=== design 1 ===
**Design 1: met2 routing**

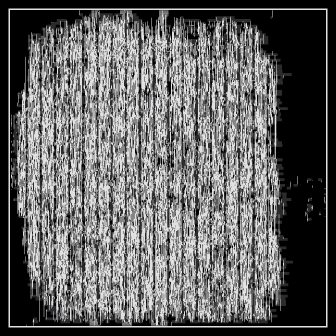
**Design 1: where the registers sit**

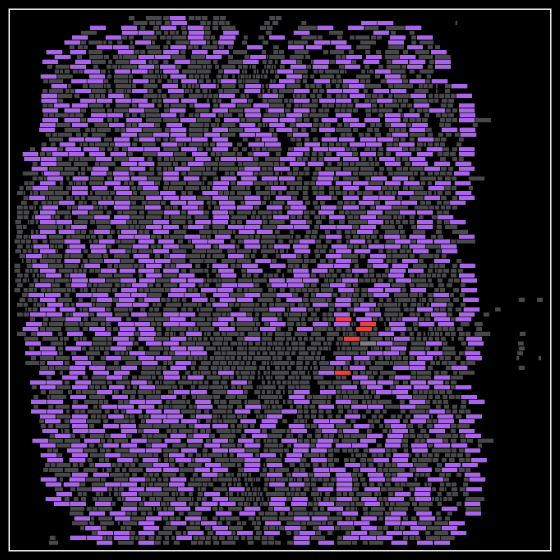
`src/rtl/regfile_pkg.sv`:
```
// Shared types and defaults for the multi-port general-purpose register file.
package regfile_pkg;

  localparam int DATA_W_DEF = 32;
  localparam int ADDR_W_DEF = 5;
  localparam int ZERO_ADDR  = 0;

  typedef enum logic {
    IDLE,
    SWEEP
  } clr_state_t;

endpackage

```
`src/rtl/regfile_clr_fsm.sv`:
```
// Clear-sweep sequencer: walks every register address once and zeroes one register per cycle.
module regfile_clr_fsm
  import regfile_pkg::*;
#(
  parameter int ADDR_W = ADDR_W_DEF
) (
  input  logic              clk,
  input  logic              reset_n,
  input  logic              clr_req,
  output logic              clr_busy,
  output logic              clr_we,
  output logic [ADDR_W-1:0] clr_addr
);

  clr_state_t        state, state_next;
  logic [ADDR_W-1:0] cnt, cnt_next;

  // NOTE: state registers use non-blocking assignment so every flop samples pre-edge values.
  always_ff @(posedge clk or negedge reset_n) begin
    if (!reset_n) begin
      state <= IDLE;
      cnt   <= '0;
    end else begin
      state <= state_next;
      cnt   <= cnt_next;
    end
  end

  // NOTE: every output of this block is defaulted first so no path leaves a latch behind.
  always_comb begin
    state_next = state;
    cnt_next   = cnt;
    case (state)
      IDLE: begin
        if (clr_req) begin
          state_next = SWEEP;
          cnt_next   = '0;
        end
      end
      SWEEP: begin
        if (cnt == '1) begin
          state_next = IDLE;
          cnt_next   = '0;
        end else begin
          cnt_next = cnt + 1'b1;
        end
      end
      default: begin
        state_next = IDLE;
        cnt_next   = '0;
      end
    endcase
  end

  assign clr_busy = (state == SWEEP);
  assign clr_we   = clr_busy;
  assign clr_addr = cnt;

endmodule

```
`src/rtl/gp_regfile_mp.sv`:
```
// Multi-port register file with write priority, conflict flag, optional bypass and zero register.
module gp_regfile_mp
  import regfile_pkg::*;
#(
  parameter int DATA_W   = DATA_W_DEF,
  parameter int ADDR_W   = ADDR_W_DEF,
  parameter int NUM_RD   = 2,
  parameter int NUM_WR   = 1,
  parameter int ZERO_REG = 1,
  parameter int BYPASS   = 1
) (
  input  logic                     clk,
  input  logic                     reset_n,
  input  logic                     clr_req,
  output logic                     clr_busy,
  input  logic [NUM_WR-1:0]        we,
  input  logic [NUM_WR*ADDR_W-1:0] waddr,
  input  logic [NUM_WR*DATA_W-1:0] wdata,
  input  logic [NUM_RD-1:0]        re,
  input  logic [NUM_RD*ADDR_W-1:0] raddr,
  output logic [NUM_RD*DATA_W-1:0] rdata,
  output logic                     wr_conflict
);

  localparam int DEPTH = 2 ** ADDR_W;

  logic [DATA_W-1:0] mem [DEPTH];
  logic [ADDR_W-1:0] wa [NUM_WR];
  logic [DATA_W-1:0] wd [NUM_WR];
  logic [NUM_WR-1:0] wr_ok;
  logic              clr_we;
  logic [ADDR_W-1:0] clr_addr;
  logic              conflict_now;

  regfile_clr_fsm #(.ADDR_W(ADDR_W)) u_clr_fsm (
    .clk      (clk),
    .reset_n  (reset_n),
    .clr_req  (clr_req),
    .clr_busy (clr_busy),
    .clr_we   (clr_we),
    .clr_addr (clr_addr)
  );

  // A write "counts" only if enabled and not aimed at the hardwired zero register.
  for (genvar k = 0; k < NUM_WR; k++) begin : g_wr
    assign wa[k]    = waddr[k*ADDR_W +: ADDR_W];
    assign wd[k]    = wdata[k*DATA_W +: DATA_W];
    assign wr_ok[k] = we[k] && !((ZERO_REG != 0) && (wa[k] == ADDR_W'(ZERO_ADDR)));
  end

  // NOTE: the array takes the async reset so reset_n alone guarantees an all-zero file.
  always_ff @(posedge clk or negedge reset_n) begin
    if (!reset_n) begin
      for (int i = 0; i < DEPTH; i++) mem[i] <= '0;
    end else if (clr_we) begin
      mem[clr_addr] <= '0;
    end else begin
      // Later ports overwrite earlier ones, giving the highest index priority.
      for (int k = 0; k < NUM_WR; k++) begin
        if (wr_ok[k]) mem[wa[k]] <= wd[k];
      end
    end
  end

  always_comb begin
    conflict_now = 1'b0;
    for (int k = 0; k < NUM_WR; k++) begin
      for (int l = k + 1; l < NUM_WR; l++) begin
        if (wr_ok[k] && wr_ok[l] && (wa[k] == wa[l])) conflict_now = 1'b1;
      end
    end
    if (clr_busy) conflict_now = 1'b0;
  end

  always_ff @(posedge clk or negedge reset_n) begin
    if (!reset_n) wr_conflict <= 1'b0;
    else          wr_conflict <= conflict_now;
  end

  for (genvar j = 0; j < NUM_RD; j++) begin : g_rd
    logic [ADDR_W-1:0] ra;
    logic [DATA_W-1:0] rv;

    assign ra = raddr[j*ADDR_W +: ADDR_W];

    always_comb begin
      rv = mem[ra];
      if (BYPASS != 0) begin
        for (int k = 0; k < NUM_WR; k++) begin
          if (wr_ok[k] && (wa[k] == ra)) rv = wd[k];
        end
      end
      if (clr_busy || !re[j] || ((ZERO_REG != 0) && (ra == ADDR_W'(ZERO_ADDR)))) rv = '0;
    end

    assign rdata[j*DATA_W +: DATA_W] = rv;
  end

endmodule

```
`config.mk`:
```
export PLATFORM = sky130hd
export DESIGN_NAME = gp_regfile_mp
export DESIGN_NICKNAME = d
export VERILOG_FILES = /design/src/rtl/regfile_pkg.sv /design/src/rtl/regfile_clr_fsm.sv /design/src/rtl/gp_regfile_mp.sv
export SDC_FILE = /design/constraint.sdc
export NUM_CORES = 2
export LEC_CHECK = 0
export CORE_MARGIN = 2
export CORE_UTILIZATION = 60
export DETAILED_ROUTE_END_ITERATION = 6
export PLACE_DENSITY = 0.84
export SLEW_MARGIN = 0
export SYNTH_ARGS = -nofsm -noshare
export SYNTH_HDL_FRONTEND = slang
export SYNTH_HIERARCHICAL = 1
export SYNTH_SLANG_ARGS = --single-unit
```
`constraint.sdc`:
```
create_clock -name clk -period 4.25 [get_ports clk]
set_input_delay 0.425 -clock clk [delete_from_list [all_inputs] [get_ports clk]]
set_output_delay 0.425 -clock clk [all_outputs]
set_load 0.005 [all_outputs]
```
==> out/qor.csv <==
metric,value,unit
p_clk_share,38.4,%
swShare,30.1,%
cts_buffers,103,
powerDensity,432,nW/um^2
comb_power_share,18.3,%
drc,13,
p_sw,0.00787,W
outcome,"finished, violations left",
sh_comb_area,43.2,%
maxCapViolCount,0,
diodes,8,
violations,design-rule violations,
arrival,3.67,ns
inverters,5,
timing.fmax,244,MHz
## Picture notes: 'met2 routing' of design 1
- share of all routed wire: 42%
- nets with wire on the layer: 3658
- longest straight run: 84.8 um

## Picture notes: 'where the registers sit' of design 1
- red: u_clr_fsm/clr_addr (placed flops 5)
- purple: mem (placed flops 1024; where spread over the die)
- not coloured: 1

## flip-flops by register name, indices dropped and copies added (netlist names)
name and cells:
mem 1024, u_clr_fsm/clr_addr 5, u_clr_fsm/clr_busy 1
## worst register-to-register path, delay by kind of cell (launching register included)
family | cells | cell delay (ns)
buffers and inverters | 1 | 0.39
AND/OR/NAND/NOR | 2 | 0.77
AND-OR/OR-AND | 2 | 1.06
flip-flops | 1 | 0.74
## logic make-up after synthesis
kind of cell             Yosys count  synth area share [%]
AND/OR/NAND/NOR                  257                  2.30
flip-flops                      1030                  48.2
buffers and inverters            548                  4.14
other                              1               0.00702
adder cells (fa/ha/maj)            3                0.0703
multiplexers                     641                  21.0
XOR/XNOR                          12                 0.197
AND-OR/OR-AND                   1546                  24.0
## path summary, 6_finish.rpt
check                              startpoint         to  depth (start not counted)
max                                  waddr[1]   rdata[0]                          9
min                                   reset_n   mem[997]                          2
max reg2reg                u_clr_fsm/clr_busy   mem[627]                          5
min reg2reg                         mem[1022]  mem[1022]                          1
max in group asynchronous             reset_n   mem[664]                          4
min in group clk                    mem[1022]  mem[1022]                          1

=== design 2 ===
**Design 2: the metal 1 layer**

Scale bar: 100 um.
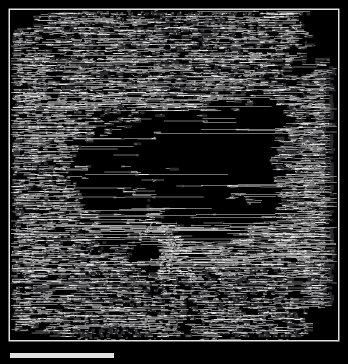
**Design 2: met2 routing**

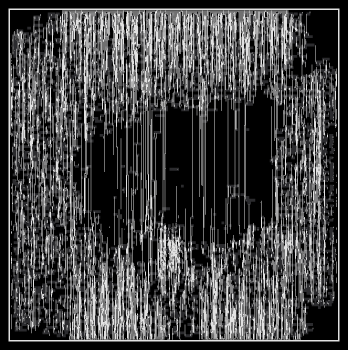
`config.mk`:
```
export PLATFORM = sky130hd
export DESIGN_NAME = ac_run_length_expander
export DESIGN_NICKNAME = d
export VERILOG_FILES = /design/src/rtl/jpeg_pkg.sv /design/src/rtl/ac_run_length_expander.sv
export SDC_FILE = /design/constraint.sdc
export NUM_CORES = 2
export LEC_CHECK = 0
export CAP_MARGIN = 10
export CORE_AREA = 2 2 314 316
export DETAILED_ROUTE_END_ITERATION = 12
export DIE_AREA = 0 0 316 318
export PLACE_DENSITY_LB_ADDON = 0.2
export SLEW_MARGIN = 20
export SYNTH_ARGS = -nofsm -noshare
export SYNTH_HDL_FRONTEND = slang
export SYNTH_SLANG_ARGS = --single-unit
export TNS_END_PERCENT = 20
```
`constraint.sdc`:
```
create_clock -name clk -period 4.6 [get_ports clk]
set_clock_uncertainty 0.2 [all_clocks]
set_input_delay 0.69 -clock clk [delete_from_list [all_inputs] [get_ports clk]]
set_output_delay 0.69 -clock clk [all_outputs]
set_load 0.05 [all_outputs]
```
`src/rtl/jpeg_pkg.sv`:
```
// Shared JPEG decoder definitions.
//   rle_state_t      : state encoding for the AC run-length expander
//                      (FILL, DONE, CLEAR)
//   symbol_t         : one run/level symbol {run, level, eob} at the
//                      default field widths
//   DEFAULT_*        : default geometry and field widths of the expander
package jpeg_pkg;

    localparam int DEFAULT_MCU_SIZE      = 8;
    localparam int DEFAULT_COEF_BITWIDTH = 12;
    localparam int DEFAULT_RUN_BITWIDTH  = 4;

    typedef enum logic [1:0] {
        FILL  = 2'd0,
        DONE  = 2'd1,
        CLEAR = 2'd2
    } rle_state_t;

    typedef struct packed {
        logic [DEFAULT_RUN_BITWIDTH-1:0]         run;
        logic signed [DEFAULT_COEF_BITWIDTH-1:0] level;
        logic                                    eob;
    } symbol_t;

endpackage

```
`src/rtl/ac_run_length_expander.sv`:
```
// AC run-length expander: rebuilds one zigzag-ordered coefficient block
// from a stream of (run, level) symbols terminated by EOB or by filling
// the block.
//   clk, rst      : clock, synchronous active-high reset
//   i_valid/o_ready, i_run, i_level, i_eob : symbol input handshake
//   o_data        : N coefficients, element k is zigzag position k
//   o_last_idx    : highest position written with a nonzero level
//   o_err         : block overflowed (symbol pointed past the end)
//   o_valid/i_ready : completed-block output handshake
module ac_run_length_expander
    import jpeg_pkg::*;
#(
    parameter int MCU_SIZE      = DEFAULT_MCU_SIZE,
    parameter int COEF_BITWIDTH = DEFAULT_COEF_BITWIDTH,
    parameter int RUN_BITWIDTH  = DEFAULT_RUN_BITWIDTH,
    parameter int IDX_BITWIDTH  = $clog2(MCU_SIZE * MCU_SIZE)
) (
    input  logic                                                  clk,
    input  logic                                                  rst,
    input  logic                                                  i_valid,
    output logic                                                  o_ready,
    input  logic [RUN_BITWIDTH-1:0]                               i_run,
    input  logic [COEF_BITWIDTH-1:0]                              i_level,
    input  logic                                                  i_eob,
    output logic [MCU_SIZE*MCU_SIZE-1:0][COEF_BITWIDTH-1:0]       o_data,
    output logic [IDX_BITWIDTH-1:0]                               o_last_idx,
    output logic                                                  o_err,
    output logic                                                  o_valid,
    input  logic                                                  i_ready
);

    localparam int N  = MCU_SIZE * MCU_SIZE;
    // One extra bit so pos + run never wraps and pos can hold N itself.
    localparam int PW = IDX_BITWIDTH + 1;
    localparam logic [PW-1:0] N_P = PW'(N);

    rle_state_t state_reg, state_next;
    logic [PW-1:0]           pos_reg, pos_next;
    logic [IDX_BITWIDTH-1:0] last_idx_reg, last_idx_next;
    logic                    err_reg, err_next;
    logic [N-1:0][COEF_BITWIDTH-1:0] data_reg;

    logic          accept;
    logic          overflow;
    logic          write_en;
    logic          clear;
    logic [PW-1:0] target;
    logic [PW-1:0] target_inc;
    logic [N-1:0]  coef_we;

    assign accept     = i_valid && (state_reg == FILL);
    assign target     = pos_reg + PW'(i_run);
    assign target_inc = target + PW'(1);
    assign overflow   = (target >= N_P);
    assign write_en   = accept && !i_eob && !overflow;
    assign clear      = (state_reg == CLEAR);

    // One-hot write decode of the target position.
    generate
        for (genvar gi = 0; gi < N; gi++) begin : g_we
            localparam logic [PW-1:0] GI = PW'(gi);
            assign coef_we[gi] = write_en && (target == GI);
        end
    endgenerate

    always_comb begin
        state_next    = state_reg;
        pos_next      = pos_reg;
        last_idx_next = last_idx_reg;
        err_next      = err_reg;
        case (state_reg)
            FILL: begin
                if (accept) begin
                    if (i_eob) begin
                        state_next = DONE;
                    end else if (overflow) begin
                        // Nothing is written; the block is closed as faulty.
                        err_next   = 1'b1;
                        state_next = DONE;
                    end else begin
                        pos_next = target_inc;
                        // Zero levels (including ZRL) never move last_idx.
                        if (i_level != '0) begin
                            last_idx_next = target[IDX_BITWIDTH-1:0];
                        end
                        if (target_inc == N_P) begin
                            state_next = DONE;
                        end
                    end
                end
            end
            DONE: begin
                if (i_ready) begin
                    state_next = CLEAR;
                end
            end
            CLEAR: begin
                pos_next      = '0;
                last_idx_next = '0;
                err_next      = 1'b0;
                state_next    = FILL;
            end
            default: begin
                state_next = FILL;
            end
        endcase
    end

    always_ff @(posedge clk) begin
        if (rst) begin
            state_reg    <= FILL;
            pos_reg      <= '0;
            last_idx_reg <= '0;
            err_reg      <= 1'b0;
        end else begin
            state_reg    <= state_next;
            pos_reg      <= pos_next;
            last_idx_reg <= last_idx_next;
            err_reg      <= err_next;
        end
    end

    // Coefficients are plain registers so the whole block can be zeroed
    // in the single CLEAR cycle and presented in parallel.
    always_ff @(posedge clk) begin
        for (int k = 0; k < N; k++) begin
            if (rst || clear) begin
                data_reg[k] <= '0;
            end else if (coef_we[k]) begin
                data_reg[k] <= i_level;
            end
        end
    end

    assign o_data     = data_reg;
    assign o_last_idx = last_idx_reg;
    assign o_err      = err_reg;
    assign o_valid    = (state_reg == DONE);
    assign o_ready    = (state_reg == FILL);

endmodule

```
==> out/qor.csv <==
metric,value,unit
cts_resized,0,
synth.top_cell.area_share,55.5,%
pg_comb,0.000909,W
cp_top_family,buffers and inverters,
die_h,318,um
outcome,completed,
num-multi-input-gates,1760,
ys_ff,784,
setup_viol,0,
core-area,97400,um^2
hold_class,flop to flop,
top_area_cell,dfxtp_1,
yosysSeqAreaShare,55.5,%
p_sw,0.00370,W
rows,115,
finalWorstSetupSlack,0.924,ns
htree_levels,3,
nWellTaps,1287,
timing.final.max_slew_violations,0,
critPathCaptureType,flop,
clkSinkCount,784,
netlist_top_cells_area,"dfxtp_1, mux2i_1, nand2_1",
clk_share,7.20,%
seq_area,15700,um^2
timing.fmax,272,MHz
pg_clk,0.00723,W
warnings,38,
nClkBuffers,127,
fin_crit,3.68,ns
hold_path_depth,2,
critPathMaxStageDelay,0.49,ns
tns,0,ns
cp-start-kind,input pin,
nFillCells,9524,
synth_warnings,0,
power_frac_seq,45.7,%
hold_viol_final,0,
About 'the metal 1 layer' of design 2:
- share of all routed wire: 41%
- wire length on this layer: 47.4 mm
- longest straight run: 138 um
- nets with wire on the layer: 3339
- main direction: horizontal
Post-Route WL: 116 mm
met1 usage: 26.5%

About 'met2 routing' of design 2:
- nets with wire on the layer: 2958
- share of all routed wire: 49%
- main direction: vertical
- wire length on this layer: 56.4 mm
- longest straight run: 162 um
GR Util met2: 37.8%
routed vias: 22868

==> layout by cell type (no fill, tap or decap), types with 4 or more instances in the layout <==
master,instances
clkbuf_1,15
nor4_1,8
clkdlybuf4s50_1,797
nand2_4,11
bufinv_16,6
o2111ai_2,16
a21oi_1,7
nand2_1,543
nand4_1,11
or2_2,5
a211o_1,4
and3_1,5
nor2_1,121
buf_12,7
mux2i_1,629
o21ai_0,147
buf_4,120
clkbuf_16,88
dfxtp_1,784
nand3_1,187
clkbuf_8,24
ha_1,7
xnor2_1,7
inv_1,7
nor3_1,6
clkinv_2,11
==> cell families (layout without fill, tap and decap cells) <==
| logic type | Yosys count | count (layout) | share of synthesized area, % |
|---|---|---|---|
| multiplexers | 630 | 630 | 22.3 |
| other | 0 | 1 | 0 |
| adder cells (fa/ha/maj) | 9 | 9 | 0.425 |
| AND/OR/NAND/NOR | 916 | 916 | 13.5 |
| AND-OR/OR-AND | 197 | 197 | 4.08 |
| buffers and inverters | 279 | 1086 | 3.96 |
| flip-flops | 784 | 784 | 55.5 |
| XOR/XNOR | 8 | 8 | 0.248 |
==> metal layers <==
metal	track usage (%)	share of wire [%]
met1	26.5	41
met2	37.8	49
met3	7.47	8.1
met4	5.92	2.1
met5	0	0

=== design 3 ===
**Design 3: the metal 1 layer**

Scale bar: 20 um.
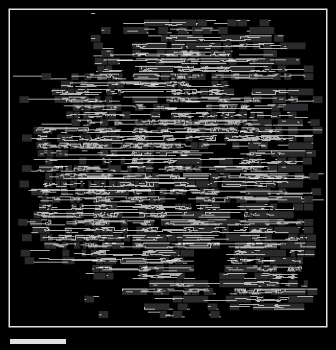
**Design 3: met2 routing**

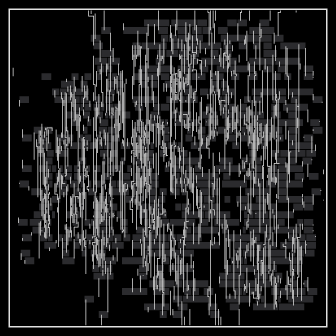
<file path="src/rtl/psum_pkg.sv">
// psum_pkg: shared widths, saturation limits and FSM states for the psum drain accumulator
package psum_pkg;
  localparam int SUM_BW_D = 22;
  localparam int ACC_BW_D = 24;
  localparam longint ACC_MAX_D = (longint'(1) << (ACC_BW_D - 1)) - 1;
  localparam longint ACC_MIN_D = -(longint'(1) << (ACC_BW_D - 1));
  typedef enum logic [1:0] {IDLE, FETCH, DONE} state_t;
endpackage

</file>
<file path="src/rtl/psum_drain_acc_if.sv">
// psum_drain_acc_if: FIFO read port plus valid/ready result port of the psum drain accumulator
interface psum_drain_acc_if
  import psum_pkg::*;
#(
  parameter int SUM_BW = SUM_BW_D,
  parameter int ACC_BW = ACC_BW_D
);
  logic              fifo_empty;
  logic              fifo_rd;
  logic [SUM_BW-1:0] fifo_data;
  logic              res_valid;
  logic              res_ready;
  logic [ACC_BW-1:0] res_data;
  modport master(input fifo_empty, fifo_data, res_ready, output fifo_rd, res_valid, res_data);
  modport slave(output fifo_empty, fifo_data, res_ready, input fifo_rd, res_valid, res_data);
endinterface

</file>
<file path="src/rtl/sat_add.sv">
// sat_add: combinational signed saturating adder with overflow flag
module sat_add #(
  parameter int W = 24
) (
  input  logic signed [W-1:0] a_i,
  input  logic signed [W-1:0] b_i,
  output logic signed [W-1:0] sum_o,
  output logic                ovf_o
);
  logic signed [W:0] full;
  assign full  = {a_i[W-1], a_i} + {b_i[W-1], b_i};
  assign ovf_o = full[W] ^ full[W-1];
  assign sum_o = ovf_o ? {full[W], {(W-1){~full[W]}}} : full[W-1:0];
endmodule

</file>
<file path="src/rtl/psum_drain_acc.sv">
// psum_drain_acc: pops partial sums from the psum FIFO read side and emits
// saturated, optionally ReLU'd sums of ACC_LEN words on a valid/ready port
module psum_drain_acc
  import psum_pkg::*;
#(
  parameter int SUM_BW  = SUM_BW_D,
  parameter int ACC_BW  = ACC_BW_D,
  parameter int ACC_LEN = 9,
  parameter int CNT_W   = 4
) (
  input  logic clk,
  input  logic rstn,
  input  logic run,
  input  logic relu_en,
  output logic sat,
  output logic busy,
  psum_drain_acc_if.master bus
);
  state_t state_q, state_d;
  logic signed [ACC_BW-1:0] acc_q, acc_d, res_q, res_d, ext, sum;
  logic [CNT_W-1:0] issued_q, issued_d, recv_q, recv_d;
  logic rd_q, arm_q, sat_q, sat_d, ovf, last, start;
  assign ext = ACC_BW'($signed(bus.fifo_data));
  sat_add #(.W(ACC_BW)) u_add (.a_i(acc_q), .b_i(ext), .sum_o(sum), .ovf_o(ovf));
  // arm_q keeps the first FETCH cycle read-free so each group has one setup bubble
  assign bus.fifo_rd   = state_q == FETCH && arm_q && issued_q < CNT_W'(ACC_LEN) && !bus.fifo_empty;
  assign last          = rd_q && recv_q == CNT_W'(ACC_LEN - 1);
  assign start         = run && (state_q == IDLE || (state_q == DONE && bus.res_ready));
  assign bus.res_valid = state_q == DONE;
  assign bus.res_data  = res_q;
  assign sat           = sat_q;
  assign busy          = state_q != IDLE;
  always_comb begin
    state_d  = state_q;
    acc_d    = acc_q;
    issued_d = issued_q;
    recv_d   = recv_q;
    sat_d    = sat_q;
    res_d    = res_q;
    if (start) begin
      state_d  = FETCH;
      acc_d    = '0;
      issued_d = '0;
      recv_d   = '0;
      sat_d    = 1'b0;
    end else if (state_q == DONE && bus.res_ready) begin
      state_d = IDLE;
    end
    if (state_q == FETCH) begin
      issued_d = issued_q + CNT_W'(bus.fifo_rd);
      acc_d    = rd_q ? sum : acc_q;
      sat_d    = sat_q | (rd_q & ovf);
      recv_d   = recv_q + CNT_W'(rd_q);
      state_d  = last ? DONE : FETCH;
      res_d    = last ? ((relu_en && sum[ACC_BW-1]) ? '0 : sum) : res_q;
    end
  end
  always_ff @(posedge clk or negedge rstn) begin
    if (!rstn) begin
      state_q  <= IDLE;
      acc_q    <= '0;
      res_q    <= '0;
      issued_q <= '0;
      recv_q   <= '0;
      rd_q     <= 1'b0;
      arm_q    <= 1'b0;
      sat_q    <= 1'b0;
    end else begin
      state_q  <= state_d;
      acc_q    <= acc_d;
      res_q    <= res_d;
      issued_q <= issued_d;
      recv_q   <= recv_d;
      rd_q     <= bus.fifo_rd;
      arm_q    <= state_q == FETCH;
      sat_q    <= sat_d;
    end
  end
endmodule

</file>
<file path="src/flat_wrapper.sv">
// flat-port wrapper written by rule: the top's interface ports become plain ports
module psum_drain_acc_flat import psum_pkg::*;
#(
  parameter int SUM_BW  = SUM_BW_D,
  parameter int ACC_BW  = ACC_BW_D,
  parameter int ACC_LEN = 9,
  parameter int CNT_W   = 4
)
  (clk, rstn, run, relu_en, sat, busy, bus_fifo_empty, bus_fifo_data, bus_res_ready, bus_fifo_rd, bus_res_valid, bus_res_data);
  psum_drain_acc_if #(.SUM_BW(SUM_BW), .ACC_BW(ACC_BW)) bus_i ();
  input  logic clk;
  input  logic rstn;
  input  logic run;
  input  logic relu_en;
  output logic sat;
  output logic busy;
  input wire logic [$bits(bus_i.fifo_empty)-1:0] bus_fifo_empty;
  input wire logic [$bits(bus_i.fifo_data)-1:0] bus_fifo_data;
  input wire logic [$bits(bus_i.res_ready)-1:0] bus_res_ready;
  output wire logic [$bits(bus_i.fifo_rd)-1:0] bus_fifo_rd;
  output wire logic [$bits(bus_i.res_valid)-1:0] bus_res_valid;
  output wire logic [$bits(bus_i.res_data)-1:0] bus_res_data;
  assign bus_i.fifo_empty = bus_fifo_empty;
  assign bus_i.fifo_data = bus_fifo_data;
  assign bus_i.res_ready = bus_res_ready;
  assign bus_fifo_rd = bus_i.fifo_rd;
  assign bus_res_valid = bus_i.res_valid;
  assign bus_res_data = bus_i.res_data;
  psum_drain_acc #(.SUM_BW(SUM_BW), .ACC_BW(ACC_BW), .ACC_LEN(ACC_LEN), .CNT_W(CNT_W)) u_core (.clk(clk), .rstn(rstn), .run(run), .relu_en(relu_en), .sat(sat), .busy(busy), .bus(bus_i));
endmodule
</file>
<file path="config.mk">
export PLATFORM = sky130hd
export DESIGN_NAME = psum_drain_acc_flat
export DESIGN_NICKNAME = d
export VERILOG_FILES = /design/src/rtl/psum_pkg.sv /design/src/rtl/psum_drain_acc_if.sv /design/src/rtl/sat_add.sv /design/src/rtl/psum_drain_acc.sv /design/src/flat_wrapper.sv
export SDC_FILE = /design/constraint.sdc
export NUM_CORES = 1
export LEC_CHECK = 0
export CAP_MARGIN = 5
export CORE_UTILIZATION = 37
export CTS_BUF_LIST = sky130_fd_sc_hd__clkbuf_2 sky130_fd_sc_hd__clkbuf_4 sky130_fd_sc_hd__clkbuf_8
export DETAILED_ROUTE_END_ITERATION = 6
export GPL_ROUTABILITY_DRIVEN = 0
export PLACE_DENSITY_LB_ADDON = 0.2
export SLEW_MARGIN = 20
export SYNTH_ARGS = -nofsm -noshare
export SYNTH_HDL_FRONTEND = slang
export SYNTH_HIERARCHICAL = 1
export SYNTH_SLANG_ARGS = --single-unit
export TNS_END_PERCENT = 30
</file>
<file path="constraint.sdc">
create_clock -name clk -period 3.9 [get_ports clk]
set_input_delay 0.975 -clock clk [delete_from_list [all_inputs] [get_ports clk]]
set_output_delay 0.975 -clock clk [all_outputs]
set_load 0.02 [all_outputs]
</file>
==> out/qor.csv <==
metric,value,unit
synth_warnings,6,
die_x,112,um
p_sw,0.00256,W
synth.top_cell.area_share,34.1,%
n_all_buffers,140,
synthToLayoutAreaGrowth,33.0,%
synth_area_per_cell,9.39,um^2
fin_total_pwr,0.00564,W
cts_buffers,9,
pg_clk,0.000589,W
port_buffers,55,
tightest_slew,0.718,ns
grtUsageTotal,20.7,%
pg_comb,0.00389,W
critPathCaptureType,flop,
top_area_cell,dfrtp_1,
worstPathRequired,4.14,ns
outcome,"finished, violations left",
routedWlPerCell,16.6,um
tritoncts,yes,
cp_slowest_cell,clkdlybuf4s50_1,
ys_ff,61,
fp_util,38.5,%
grt_max_degree,49,
nClkBuffers,10,
wl_met2,5.61,mm
synth.distinct_cells,74,
dpl_cell_area,5710,um^2
violations,design-rule violations,
drc,6,
busiest_layer,met2,
clk_pin_slew,0.07,ns
leakagePower,2.84,nW
## Picture notes: 'the metal 1 layer' of design 3
- nets with wire on the layer: 609
- share of all routed wire: 49%
- main direction: horizontal
routed vias: 4263
Post-Route WL: 12.4 mm
met1 usage: 29.0%

## Picture notes: 'met2 routing' of design 3
- longest straight run: 38.1 um
- share of all routed wire: 45%
- nets with wire on the layer: 585
- wire length on this layer: 5610 um

## cells in the final DEF, fill, tap and decap left out, drive strengths merged, types with 27 or more instances in the layout
master / n
and4: 27
nand2: 36
ha: 28
clkdlybuf4s50: 54
buf: 86
o21ai: 31
dfrtp: 61
a21oi: 33
a21o: 33
## final timing paths
check | depth (start not counted) | from | endpoint | slack (ns)
worst min register to register | 1 | u_core/bus.res_data[12] | u_core/bus.res_data[12] | 0.47
worst max register to register | 11 | u_core/acc_q[0] | u_core/bus.res_data[18] | 0.78
min in group asynchronous | 1 | rstn | u_core/state_q[1] | 0.54
worst max-delay path | 12 | bus_fifo_data[0] | u_core/bus.res_data[18] | 0.13
max in group asynchronous | 2 | rstn | u_core/bus.res_data[6] | 2.66
worst min-delay path | 1 | u_core/bus.res_data[12] | u_core/bus.res_data[12] | 0.47
## metrics by stage
| stage | utilization [%] | hold slack (ns) |
|---|---|---|
| 2_1_floorplan | - | 0.439 |
| 3_3_place_gp | 49.2 | 0.458 |
| 3_5_place_dp | 49.2 | 0.464 |
| 4_1_cts | 51.0 | 0.481 |
| 5_1_grt | 51.3 | 0.492 |
| 6_report | 51.3 | 0.473 |

=== design 4 ===
**Design 4: met2 routing**

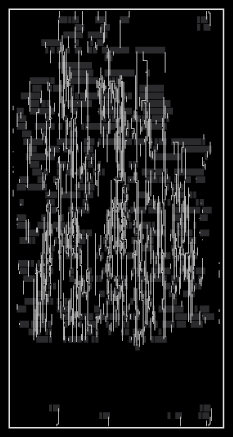
**Design 4: where the registers sit**

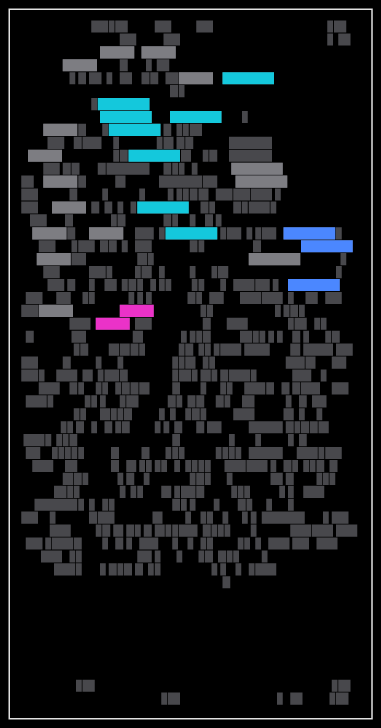
**Design 4: the metal 1 layer**

Scale bar: 20 um.
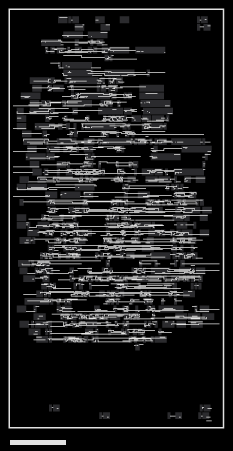
**src/rtl/seq_alu_if.sv**
```systemverilog
// Operand/result handshake bundle for seq_alu: master drives operations, slave is the ALU.
interface seq_alu_if #(
  parameter int WIDTH = 8
);
  logic             in_valid;
  logic             in_ready;
  logic [WIDTH-1:0] A;
  logic [WIDTH-1:0] B;
  logic [2:0]       ALU_Sel;
  logic             out_valid;
  logic             out_ready;
  logic [WIDTH-1:0] ALU_Out;
  logic [WIDTH-1:0] ALU_Out_hi;
  logic             flag_z;
  logic             flag_n;
  logic             flag_c;
  logic             flag_v;

  modport master (
    output in_valid, A, B, ALU_Sel, out_ready,
    input  in_ready, out_valid, ALU_Out, ALU_Out_hi, flag_z, flag_n, flag_c, flag_v
  );

  modport slave (
    input  in_valid, A, B, ALU_Sel, out_ready,
    output in_ready, out_valid, ALU_Out, ALU_Out_hi, flag_z, flag_n, flag_c, flag_v
  );
endinterface

```
**src/rtl/seq_alu.sv**
```systemverilog
// Multi-cycle ALU with valid/ready handshakes, status flags and bit-serial shifts.
// Define SEQ_ALU_MUL_EN to build the shift-and-add multiplier in opcode 111.
module seq_alu #(
  parameter int WIDTH = 8
) (
  input logic      clk,
  input logic      rst_n,
  seq_alu_if.slave bus
);
  localparam int SHAMT_W = $clog2(WIDTH);
  localparam int MSB     = WIDTH - 1;

  typedef enum logic [1:0] {IDLE, BUSY, DONE} state_t;

  state_t             state;
  logic [2:0]         op;
  logic [WIDTH-1:0]   work;
  logic               carry;
  logic [SHAMT_W-1:0] cnt;
  logic [WIDTH-1:0]   res_lo;
  logic [WIDTH-1:0]   res_hi;
  logic               z, n, c, v;
  logic               out_valid_r;

  logic [SHAMT_W-1:0] shamt;
  logic [WIDTH:0]     add_s;
  logic [WIDTH:0]     sub_s;
  logic [WIDTH-1:0]   imm_res;
  logic               imm_c;
  logic               imm_v;
  logic               iterate;
  logic [WIDTH-1:0]   step_res;
  logic               step_c;

`ifdef SEQ_ALU_MUL_EN
  logic [WIDTH-1:0]   mcand;
  logic [2*WIDTH-1:0] prod;
  logic [2*WIDTH-1:0] prod_next;

  // One partial product: add the multiplicand into the high half when the
  // current multiplier bit (LSB) is set, then shift the whole product right.
  function automatic logic [2*WIDTH-1:0] mul_step(input logic [2*WIDTH-1:0] p,
                                                  input logic [WIDTH-1:0]   m);
    logic [WIDTH:0] sum;
    sum = {1'b0, p[2*WIDTH-1:WIDTH]} + (p[0] ? {1'b0, m} : {(WIDTH+1){1'b0}});
    return {sum, p[WIDTH-1:1]};
  endfunction

  assign prod_next = mul_step(prod, mcand);
`endif

  assign bus.in_ready   = (state == IDLE) && rst_n;
  assign bus.out_valid  = out_valid_r;
  assign bus.ALU_Out    = res_lo;
  assign bus.ALU_Out_hi = res_hi;
  assign bus.flag_z     = z;
  assign bus.flag_n     = n;
  assign bus.flag_c     = c;
  assign bus.flag_v     = v;

  // Result of the acceptance cycle: final value for single-cycle ops, first step for shifts.
  always_comb begin
    shamt   = bus.B[SHAMT_W-1:0];
    add_s   = {1'b0, bus.A} + {1'b0, bus.B};
    sub_s   = {1'b0, bus.A} - {1'b0, bus.B};
    imm_res = '0;
    imm_c   = 1'b0;
    imm_v   = 1'b0;
    iterate = 1'b0;
    case (bus.ALU_Sel)
      3'b000: begin
        imm_res = add_s[WIDTH-1:0];
        imm_c   = add_s[WIDTH];
        imm_v   = (bus.A[MSB] == bus.B[MSB]) && (add_s[MSB] != bus.A[MSB]);
      end
      3'b001: begin
        imm_res = sub_s[WIDTH-1:0];
        imm_c   = sub_s[WIDTH];
        imm_v   = (bus.A[MSB] != bus.B[MSB]) && (sub_s[MSB] != bus.A[MSB]);
      end
      3'b010: imm_res = bus.A & bus.B;
      3'b011: imm_res = bus.A | bus.B;
      3'b100: imm_res = bus.A;
      3'b101: begin
        if (shamt != '0) begin
          imm_res = bus.A << 1;
          imm_c   = bus.A[MSB];
          iterate = (shamt > SHAMT_W'(1));
        end else begin
          imm_res = bus.A;
        end
      end
      3'b110: begin
        if (shamt != '0) begin
          imm_res = bus.A >> 1;
          imm_c   = bus.A[0];
          iterate = (shamt > SHAMT_W'(1));
        end else begin
          imm_res = bus.A;
        end
      end
      default: begin
`ifdef SEQ_ALU_MUL_EN
        iterate = 1'b1;
`endif
      end
    endcase
  end

  always_comb begin
    step_res = (op == 3'b101) ? (work << 1) : (work >> 1);
    step_c   = (op == 3'b101) ? work[MSB] : work[0];
  end

  always_ff @(posedge clk) begin
    if (!rst_n) begin
      state       <= IDLE;
      out_valid_r <= 1'b0;
      res_lo      <= '0;
      res_hi      <= '0;
      z           <= 1'b0;
      n           <= 1'b0;
      c           <= 1'b0;
      v           <= 1'b0;
    end else begin
      case (state)
        IDLE: begin
          if (bus.in_valid) begin
            op    <= bus.ALU_Sel;
            work  <= imm_res;
            carry <= imm_c;
            cnt   <= shamt - SHAMT_W'(1);
`ifdef SEQ_ALU_MUL_EN
            if (bus.ALU_Sel == 3'b111) begin
              prod  <= mul_step({{WIDTH{1'b0}}, bus.B}, bus.A);
              mcand <= bus.A;
              cnt   <= '1;
            end
`endif
            if (iterate) begin
              state <= BUSY;
            end else begin
              state       <= DONE;
              out_valid_r <= 1'b1;
              res_lo      <= imm_res;
              res_hi      <= '0;
              z           <= (imm_res == '0);
              n           <= imm_res[MSB];
              c           <= imm_c;
              v           <= imm_v;
            end
          end
        end
        BUSY: begin
`ifdef SEQ_ALU_MUL_EN
          if (op == 3'b111) begin
            prod <= prod_next;
            cnt  <= cnt - SHAMT_W'(1);
            if (cnt == SHAMT_W'(1)) begin
              state       <= DONE;
              out_valid_r <= 1'b1;
              res_lo      <= prod_next[WIDTH-1:0];
              res_hi      <= prod_next[2*WIDTH-1:WIDTH];
              z           <= (prod_next[WIDTH-1:0] == '0);
              n           <= prod_next[MSB];
              c           <= |prod_next[2*WIDTH-1:WIDTH];
              v           <= 1'b0;
            end
          end else
`endif
          begin
            work  <= step_res;
            carry <= step_c;
            cnt   <= cnt - SHAMT_W'(1);
            if (cnt == SHAMT_W'(1)) begin
              state       <= DONE;
              out_valid_r <= 1'b1;
              res_lo      <= step_res;
              res_hi      <= '0;
              z           <= (step_res == '0);
              n           <= step_res[MSB];
              c           <= step_c;
              v           <= 1'b0;
            end
          end
        end
        DONE: begin
          if (bus.out_ready) begin
            state       <= IDLE;
            out_valid_r <= 1'b0;
          end
        end
        default: state <= IDLE;
      endcase
    end
  end
endmodule

```
**src/flat_wrapper.sv**
```systemverilog
// flat-port wrapper written by rule: the top's interface ports become plain ports
module seq_alu_flat 
#(
  parameter int WIDTH = 8
)
  (clk, rst_n, bus_in_valid, bus_A, bus_B, bus_ALU_Sel, bus_out_ready, bus_in_ready, bus_out_valid, bus_ALU_Out, bus_ALU_Out_hi, bus_flag_z, bus_flag_n, bus_flag_c, bus_flag_v);
  seq_alu_if #(.WIDTH(WIDTH)) bus_i ();
  input logic clk;
  input logic rst_n;
  input wire logic [$bits(bus_i.in_valid)-1:0] bus_in_valid;
  input wire logic [$bits(bus_i.A)-1:0] bus_A;
  input wire logic [$bits(bus_i.B)-1:0] bus_B;
  input wire logic [$bits(bus_i.ALU_Sel)-1:0] bus_ALU_Sel;
  input wire logic [$bits(bus_i.out_ready)-1:0] bus_out_ready;
  output wire logic [$bits(bus_i.in_ready)-1:0] bus_in_ready;
  output wire logic [$bits(bus_i.out_valid)-1:0] bus_out_valid;
  output wire logic [$bits(bus_i.ALU_Out)-1:0] bus_ALU_Out;
  output wire logic [$bits(bus_i.ALU_Out_hi)-1:0] bus_ALU_Out_hi;
  output wire logic [$bits(bus_i.flag_z)-1:0] bus_flag_z;
  output wire logic [$bits(bus_i.flag_n)-1:0] bus_flag_n;
  output wire logic [$bits(bus_i.flag_c)-1:0] bus_flag_c;
  output wire logic [$bits(bus_i.flag_v)-1:0] bus_flag_v;
  assign bus_i.in_valid = bus_in_valid;
  assign bus_i.A = bus_A;
  assign bus_i.B = bus_B;
  assign bus_i.ALU_Sel = bus_ALU_Sel;
  assign bus_i.out_ready = bus_out_ready;
  assign bus_in_ready = bus_i.in_ready;
  assign bus_out_valid = bus_i.out_valid;
  assign bus_ALU_Out = bus_i.ALU_Out;
  assign bus_ALU_Out_hi = bus_i.ALU_Out_hi;
  assign bus_flag_z = bus_i.flag_z;
  assign bus_flag_n = bus_i.flag_n;
  assign bus_flag_c = bus_i.flag_c;
  assign bus_flag_v = bus_i.flag_v;
  seq_alu #(.WIDTH(WIDTH)) u_core (.clk(clk), .rst_n(rst_n), .bus(bus_i));
endmodule
```
**config.mk**
```make
export PLATFORM = sky130hd
export DESIGN_NAME = seq_alu_flat
export DESIGN_NICKNAME = d
export VERILOG_FILES = /design/src/rtl/seq_alu_if.sv /design/src/rtl/seq_alu.sv /design/src/flat_wrapper.sv
export SDC_FILE = /design/constraint.sdc
export NUM_CORES = 1
export LEC_CHECK = 0
export ABC_AREA = 1
export CORE_AREA = 2 2 74 147
export DETAILED_ROUTE_END_ITERATION = 8
export DIE_AREA = 0 0 76 149
export GPL_ROUTABILITY_DRIVEN = 0
export GPL_TIMING_DRIVEN = 0
export PLACE_DENSITY = 0.54
export SYNTH_ARGS = -nofsm -noshare
export SYNTH_HDL_FRONTEND = slang
export SYNTH_SLANG_ARGS = --single-unit
```
**constraint.sdc**
```tcl
create_clock -name clk -period 2.28 [get_ports clk]
set_input_delay 0.228 -clock clk [delete_from_list [all_inputs] [get_ports clk]]
set_output_delay 0.228 -clock clk [all_outputs]
set_load 0.03 [all_outputs]
```
==> out/qor.csv <==
metric,value,unit
ys_sh_simple,35.6,%
routedWlPerCell,12.8,um
adder_share,13.4,%
place_hpwl,6.80,mm
cts_buffers,3,
async_flop_share,0,%
nFillCells,1148,
clkSinkCount,28,
synthAoiAreaFrac,12.5,%
viasPerCell,4.57,
ys_ff,28,
tightest_slew,0.873,ns
crit_chain,clkdlybuf4s50_1 -> inv_1 -> ha_1 -> buf_4 -> nor2_4 -> and2_1 -> nand2_2 -> nand2_2 -> nand2_1 -> nand3_1 -> nand2_1 -> nor2_2 -> nand2_1 -> nand2_2 -> inv_1,
cp_top_family,simple AND/OR/NAND/NOR gates,
ff_type,edfxtp_1,
outcome,completed,
grtUsageTotal,15.0,%
port_buffers,36,
## Picture notes: 'met2 routing' of design 4
- share of all routed wire: 46%
- nets with wire on the layer: 427
- longest straight run: 53.8 um

## Picture notes: 'where the registers sit' of design 4
- blue: u_core.op (placed flops 3)
- cyan: u_core.work (placed flops 8; where top centre)
- magenta: u_core.state (placed flops 2)
- not coloured: 15

## Picture notes: 'the metal 1 layer' of design 4
- nets with wire on the layer: 503
- longest straight run: 44.2 um
- wire length on this layer: 4000 um
- share of all routed wire: 48%
- main direction: horizontal
routed vias: 2976
met1 usage: 20.6%
Post-Route WL: 8.32 mm

## final cells by class
cell class | count | area, um^2 | share of cell area [%]
Timing Repair Buffer | 37 | 359 | 9.58
Inverter | 72 | 273 | 7.28
Buffer | 19 | 136 | 3.64
Tap cell | 137 | 171 | 4.57
Multi-Input combinational cell | 354 | 2010 | 53.6
Sequential cell | 28 | 701 | 18.7
Clock buffer | 4 | 100 | 2.67
## per-stage QoR
step	setup WS (ns)	power, W
6_report	0.159	0.00194
5_1_grt	-0.00863	0.00208
4_1_cts	0.000577	0.00194
3_5_place_dp	-0.563	0.00145
3_3_place_gp	-0.531	0.00144
2_1_floorplan	0.450	0.00118
## per-layer routing
layer | track usage [%] | share of wire, % | routed length [um] | vias up
met5 | 0 | 0 | 0 | -
met4 | 3.73 | 1.7 | 140 | 0
met3 | 2.18 | 3.7 | 312 | 8
met2 | 24.9 | 46 | 3870 | 64
met1 | 20.6 | 48 | 4000 | 1331
li1 | - | - | - | 1573

=== design 5 ===
**Design 5: the metal 1 layer**

Scale bar: 20 um.
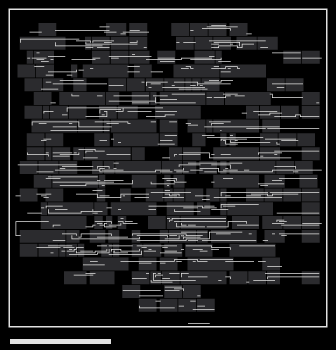
**Design 5: met2 routing**

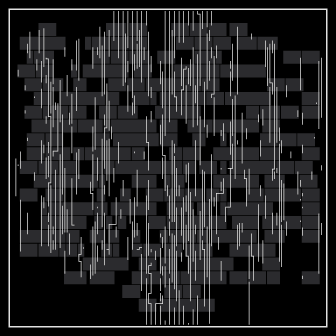
## src/rtl/regfile_write_scheduler_pkg.sv

```systemverilog
// Shared widths, register count and FSM encoding for the register-file write scheduler.
package regfile_write_scheduler_pkg;

    localparam int REG_CODE_W = 4;
    localparam int DATA_W     = 16;
    localparam int NUM_REGS   = 16;

    typedef enum logic {
        INIT = 1'b0,
        RUN  = 1'b1
    } state_t;

endpackage

```

## src/rtl/rr_arbiter2.sv

```systemverilog
// Two-requester round-robin arbiter: one-hot grant, pointer favours the last loser.
module rr_arbiter2 (
    input  logic       clk,
    input  logic       reset_n,
    input  logic [1:0] eligible,
    output logic [1:0] grant
);
    import regfile_write_scheduler_pkg::*;

    logic ptr_reg;
    logic ptr_next;

    always_comb begin
        grant    = 2'b00;
        ptr_next = ptr_reg;
        case (eligible)
            2'b01:   grant = 2'b01;
            2'b10:   grant = 2'b10;
            2'b11:   grant = ptr_reg ? 2'b10 : 2'b01;
            default: grant = 2'b00;
        endcase
        // The pointer only moves on a grant, and then names the other requester.
        if (grant[0]) begin
            ptr_next = 1'b1;
        end else if (grant[1]) begin
            ptr_next = 1'b0;
        end
    end

    always_ff @(posedge clk or negedge reset_n) begin
        if (!reset_n) begin
            ptr_reg <= 1'b0;
        end else begin
            ptr_reg <= ptr_next;
        end
    end

endmodule

```

## src/rtl/regfile_write_scheduler.sv

```systemverilog
// Register-file write port scheduler: sweeps INIT_VALUE into every register, then
// merges ALU and load writebacks onto the single write port with round-robin fairness.
module regfile_write_scheduler #(
    parameter logic [regfile_write_scheduler_pkg::DATA_W-1:0] INIT_VALUE = 16'h0000,
    parameter int NUM_REGS = regfile_write_scheduler_pkg::NUM_REGS
) (
    input  logic                                          clk,
    input  logic                                          reset_n,
    input  logic                                          clear,
    input  logic                                          req0,
    input  logic                                          req1,
    input  logic [regfile_write_scheduler_pkg::REG_CODE_W-1:0] code0,
    input  logic [regfile_write_scheduler_pkg::REG_CODE_W-1:0] code1,
    input  logic [regfile_write_scheduler_pkg::DATA_W-1:0]     data0,
    input  logic [regfile_write_scheduler_pkg::DATA_W-1:0]     data1,
    output logic                                          ack0,
    output logic                                          ack1,
    output logic [regfile_write_scheduler_pkg::REG_CODE_W-1:0] write_code,
    output logic [regfile_write_scheduler_pkg::DATA_W-1:0]     w_data,
    output logic                                          w_flag,
    output logic                                          ready
);
    import regfile_write_scheduler_pkg::*;

    localparam logic [REG_CODE_W-1:0] LAST_CODE = REG_CODE_W'(NUM_REGS - 1);

    state_t                state_reg, state_next;
    logic [REG_CODE_W-1:0] count_reg, count_next;
    logic [REG_CODE_W-1:0] code_reg, code_next;
    logic [DATA_W-1:0]     data_reg, data_next;
    logic                  flag_reg, flag_next;
    logic [1:0]            ack_reg, ack_next;
    logic [1:0]            req_vec;
    logic [1:0]            eligible;
    logic [1:0]            grant;
    logic                  arb_en;

    assign req_vec = {req1, req0};
    // A clear outranks any request, so the arbiter is muted in that cycle.
    assign arb_en  = (state_reg == RUN) && !clear;

    generate
        for (genvar gi = 0; gi < 2; gi++) begin : g_elig
            assign eligible[gi] = req_vec[gi] & ~ack_reg[gi] & arb_en;
        end
    endgenerate

    rr_arbiter2 u_arb (
        .clk      (clk),
        .reset_n  (reset_n),
        .eligible (eligible),
        .grant    (grant)
    );

    always_comb begin
        state_next = state_reg;
        count_next = count_reg;
        code_next  = code_reg;
        data_next  = data_reg;
        flag_next  = 1'b0;
        ack_next   = 2'b00;
        case (state_reg)
            INIT: begin
                flag_next  = 1'b1;
                code_next  = count_reg;
                data_next  = INIT_VALUE;
                count_next = count_reg + 1'b1;
                if (count_reg == LAST_CODE) begin
                    state_next = RUN;
                end
            end
            RUN: begin
                if (clear) begin
                    // Re-entering INIT issues index 0 on this same edge.
                    state_next = INIT;
                    flag_next  = 1'b1;
                    code_next  = '0;
                    data_next  = INIT_VALUE;
                    count_next = REG_CODE_W'(1);
                end else if (grant != 2'b00) begin
                    flag_next = 1'b1;
                    code_next = grant[1] ? code1 : code0;
                    data_next = grant[1] ? data1 : data0;
                    ack_next  = grant;
                end
            end
            default: state_next = INIT;
        endcase
    end

    always_ff @(posedge clk or negedge reset_n) begin
        if (!reset_n) begin
            state_reg <= INIT;
            count_reg <= '0;
            code_reg  <= '0;
            data_reg  <= '0;
            flag_reg  <= 1'b0;
            ack_reg   <= 2'b00;
        end else begin
            state_reg <= state_next;
            count_reg <= count_next;
            code_reg  <= code_next;
            data_reg  <= data_next;
            flag_reg  <= flag_next;
            ack_reg   <= ack_next;
        end
    end

    assign ack0       = ack_reg[0];
    assign ack1       = ack_reg[1];
    assign write_code = code_reg;
    assign w_data     = data_reg;
    assign w_flag     = flag_reg;
    assign ready      = (state_reg == RUN);

endmodule
```

## config.mk

```make
export PLATFORM = sky130hd
export DESIGN_NAME = regfile_write_scheduler
export DESIGN_NICKNAME = d
export VERILOG_FILES = /design/src/rtl/regfile_write_scheduler_pkg.sv /design/src/rtl/rr_arbiter2.sv /design/src/rtl/regfile_write_scheduler.sv
export SDC_FILE = /design/constraint.sdc
export NUM_CORES = 1
export LEC_CHECK = 0
export CAP_MARGIN = 40
export CORE_UTILIZATION = 41
export DETAILED_ROUTE_END_ITERATION = 8
export HOLD_SLACK_MARGIN = 0.06
export PLACE_DENSITY_LB_ADDON = 0.25
export SLEW_MARGIN = 20
export SYNTH_ARGS = -nofsm -noshare
export SYNTH_HDL_FRONTEND = slang
export SYNTH_HIERARCHICAL = 1
export SYNTH_SLANG_ARGS = --single-unit
```

## constraint.sdc

```tcl
create_clock -name clk -period 3.4 [get_ports clk]
set_clock_uncertainty 0.15 [all_clocks]
set_input_delay 0.68 -clock clk [delete_from_list [all_inputs] [get_ports clk]]
set_output_delay 0.68 -clock clk [all_outputs]
set_load 0.02 [all_outputs]
```

==> out/qor.csv <==
metric,value,unit
die_x,62.3,um
synth_nets,173,
globalRoute.totalOverflow,0,
placedCellCount,236,
cp-start-kind,input pin,
wl_met1,1.45,mm
maxCapViolCount,0,
place_hpwl,2.66,mm
antenna_found_initial,0,
die_h,62.3,um
arrival,2.88,ns
grt_pass1_vias,1288,
cts_max_path_buffers,2,
yosys_area,1490,um^2
tns,0,ns
lay_top_count,clkdlybuf4s50_1,
leakagePower,0.939,nW
sh_seq_area,31.9,%
seq_cell_count,29,
clk_latency,0.31,ns
htree_levels,2,
synthAoiAreaFrac,4.36,%
setup_viol,0,
crit_fanout,9,
routedWlPerCell,14.5,um
powerDensity,508,nW/um^2
crit_type,input pin to flop,
netlist_instances,127,
rows,21,
synth.distinct_cells,25,
outcome,completed,
grt_max_degree,30,
hold_viol_final,0,
hold-worst-slack,0.381,ns
drc,0,
met1_usage,23.3,%
final_nets,243,
root_buffer,clkbuf_4,
nWellTaps,46,
hold_buffers,0,
firstDrtPassIters,4,
worstPathRequired,3.45,ns
warnings,26,
grt.met2_usage,34.8,%
num-multi-input-gates,84,
About 'the metal 1 layer' of design 5:
- main direction: horizontal
- longest straight run: 18.9 um

About 'met2 routing' of design 5:
- nets with wire on the layer: 211
- longest straight run: 24.7 um
- main direction: vertical
- wire length on this layer: 1800 um

[where the power goes]
part | switching, W | internal (W)
clock | 0.000114 | 0.000120
combinational | 0.000199 | 0.000253
sequential | 0.0000608 | 0.000411
[synthesized netlist by cell type (all sizes together), types with 2 or more instances]
| library cell | instances | area [um^2] |
|---|---|---|
| o21ai | 5 | 25.0 |
| clkbuf | 2 | 7.51 |
| and2 | 3 | 18.8 |
| nand2 | 2 | 7.51 |
| mux2 | 20 | 240 |
| o22ai | 4 | 25.0 |
| dfrtp | 29 | 726 |
| inv | 4 | 15.0 |
| mux2i | 20 | 200 |
| nor3b | 2 | 15.0 |
| buf | 8 | 57.6 |
| nor2 | 16 | 60.1 |
| nand2b | 4 | 32.5 |
[worst paths after layout]
kind / from / slack (ns) / to / cells past startpoint
min in group asynchronous: reset_n / 0.60 / count_reg[2] / 2
setup reg to reg: ready / 0.92 / w_data[7] / 7
max in group asynchronous: reset_n / 2.22 / w_data[13] / 2
hold reg to reg: write_code[0] / 0.38 / write_code[0] / 1
setup / recovery: clear / 0.57 / w_data[7] / 8
hold / removal: write_code[0] / 0.38 / write_code[0] / 1


==> layout pictures side by side <==
Placement view.
panel A
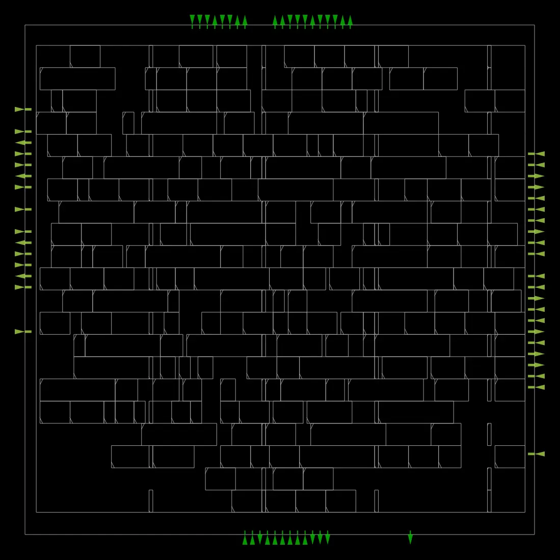
panel B
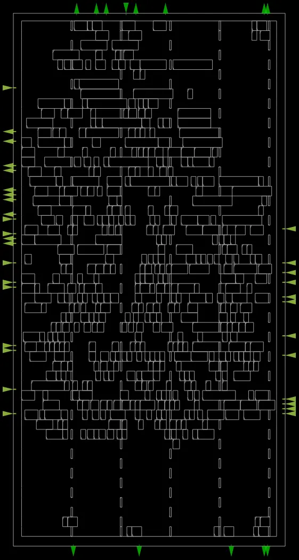
panel C
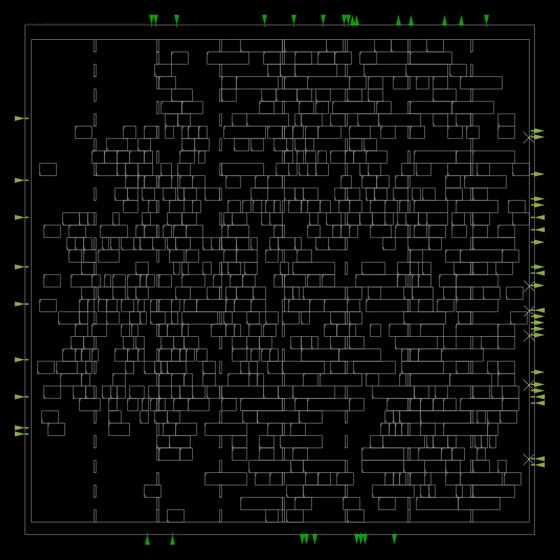
panel D
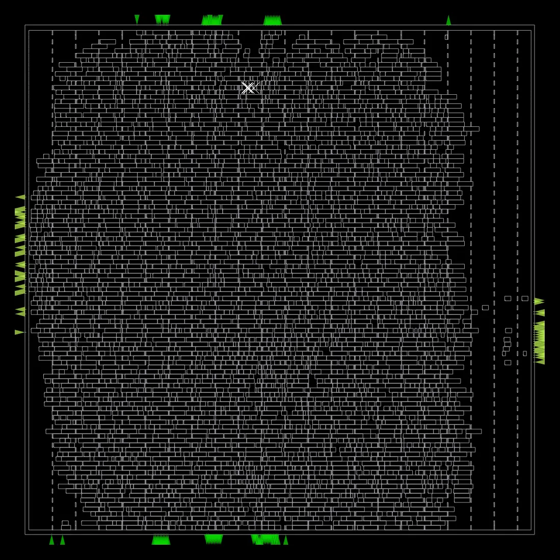
panel E
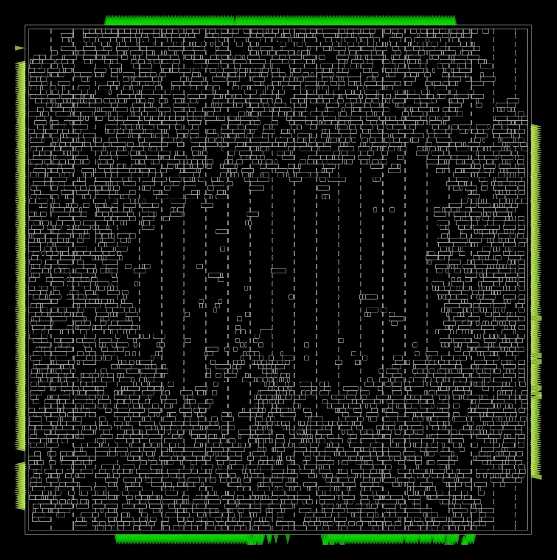
- design 1 = panel D
- design 5 = panel A
- design 2 = panel E
- design 4 = panel B
- design 3 = panel C
Of these, most sequential cells: panel D

Power figures rest on the tool's default switching activity, not on a simulated workload.
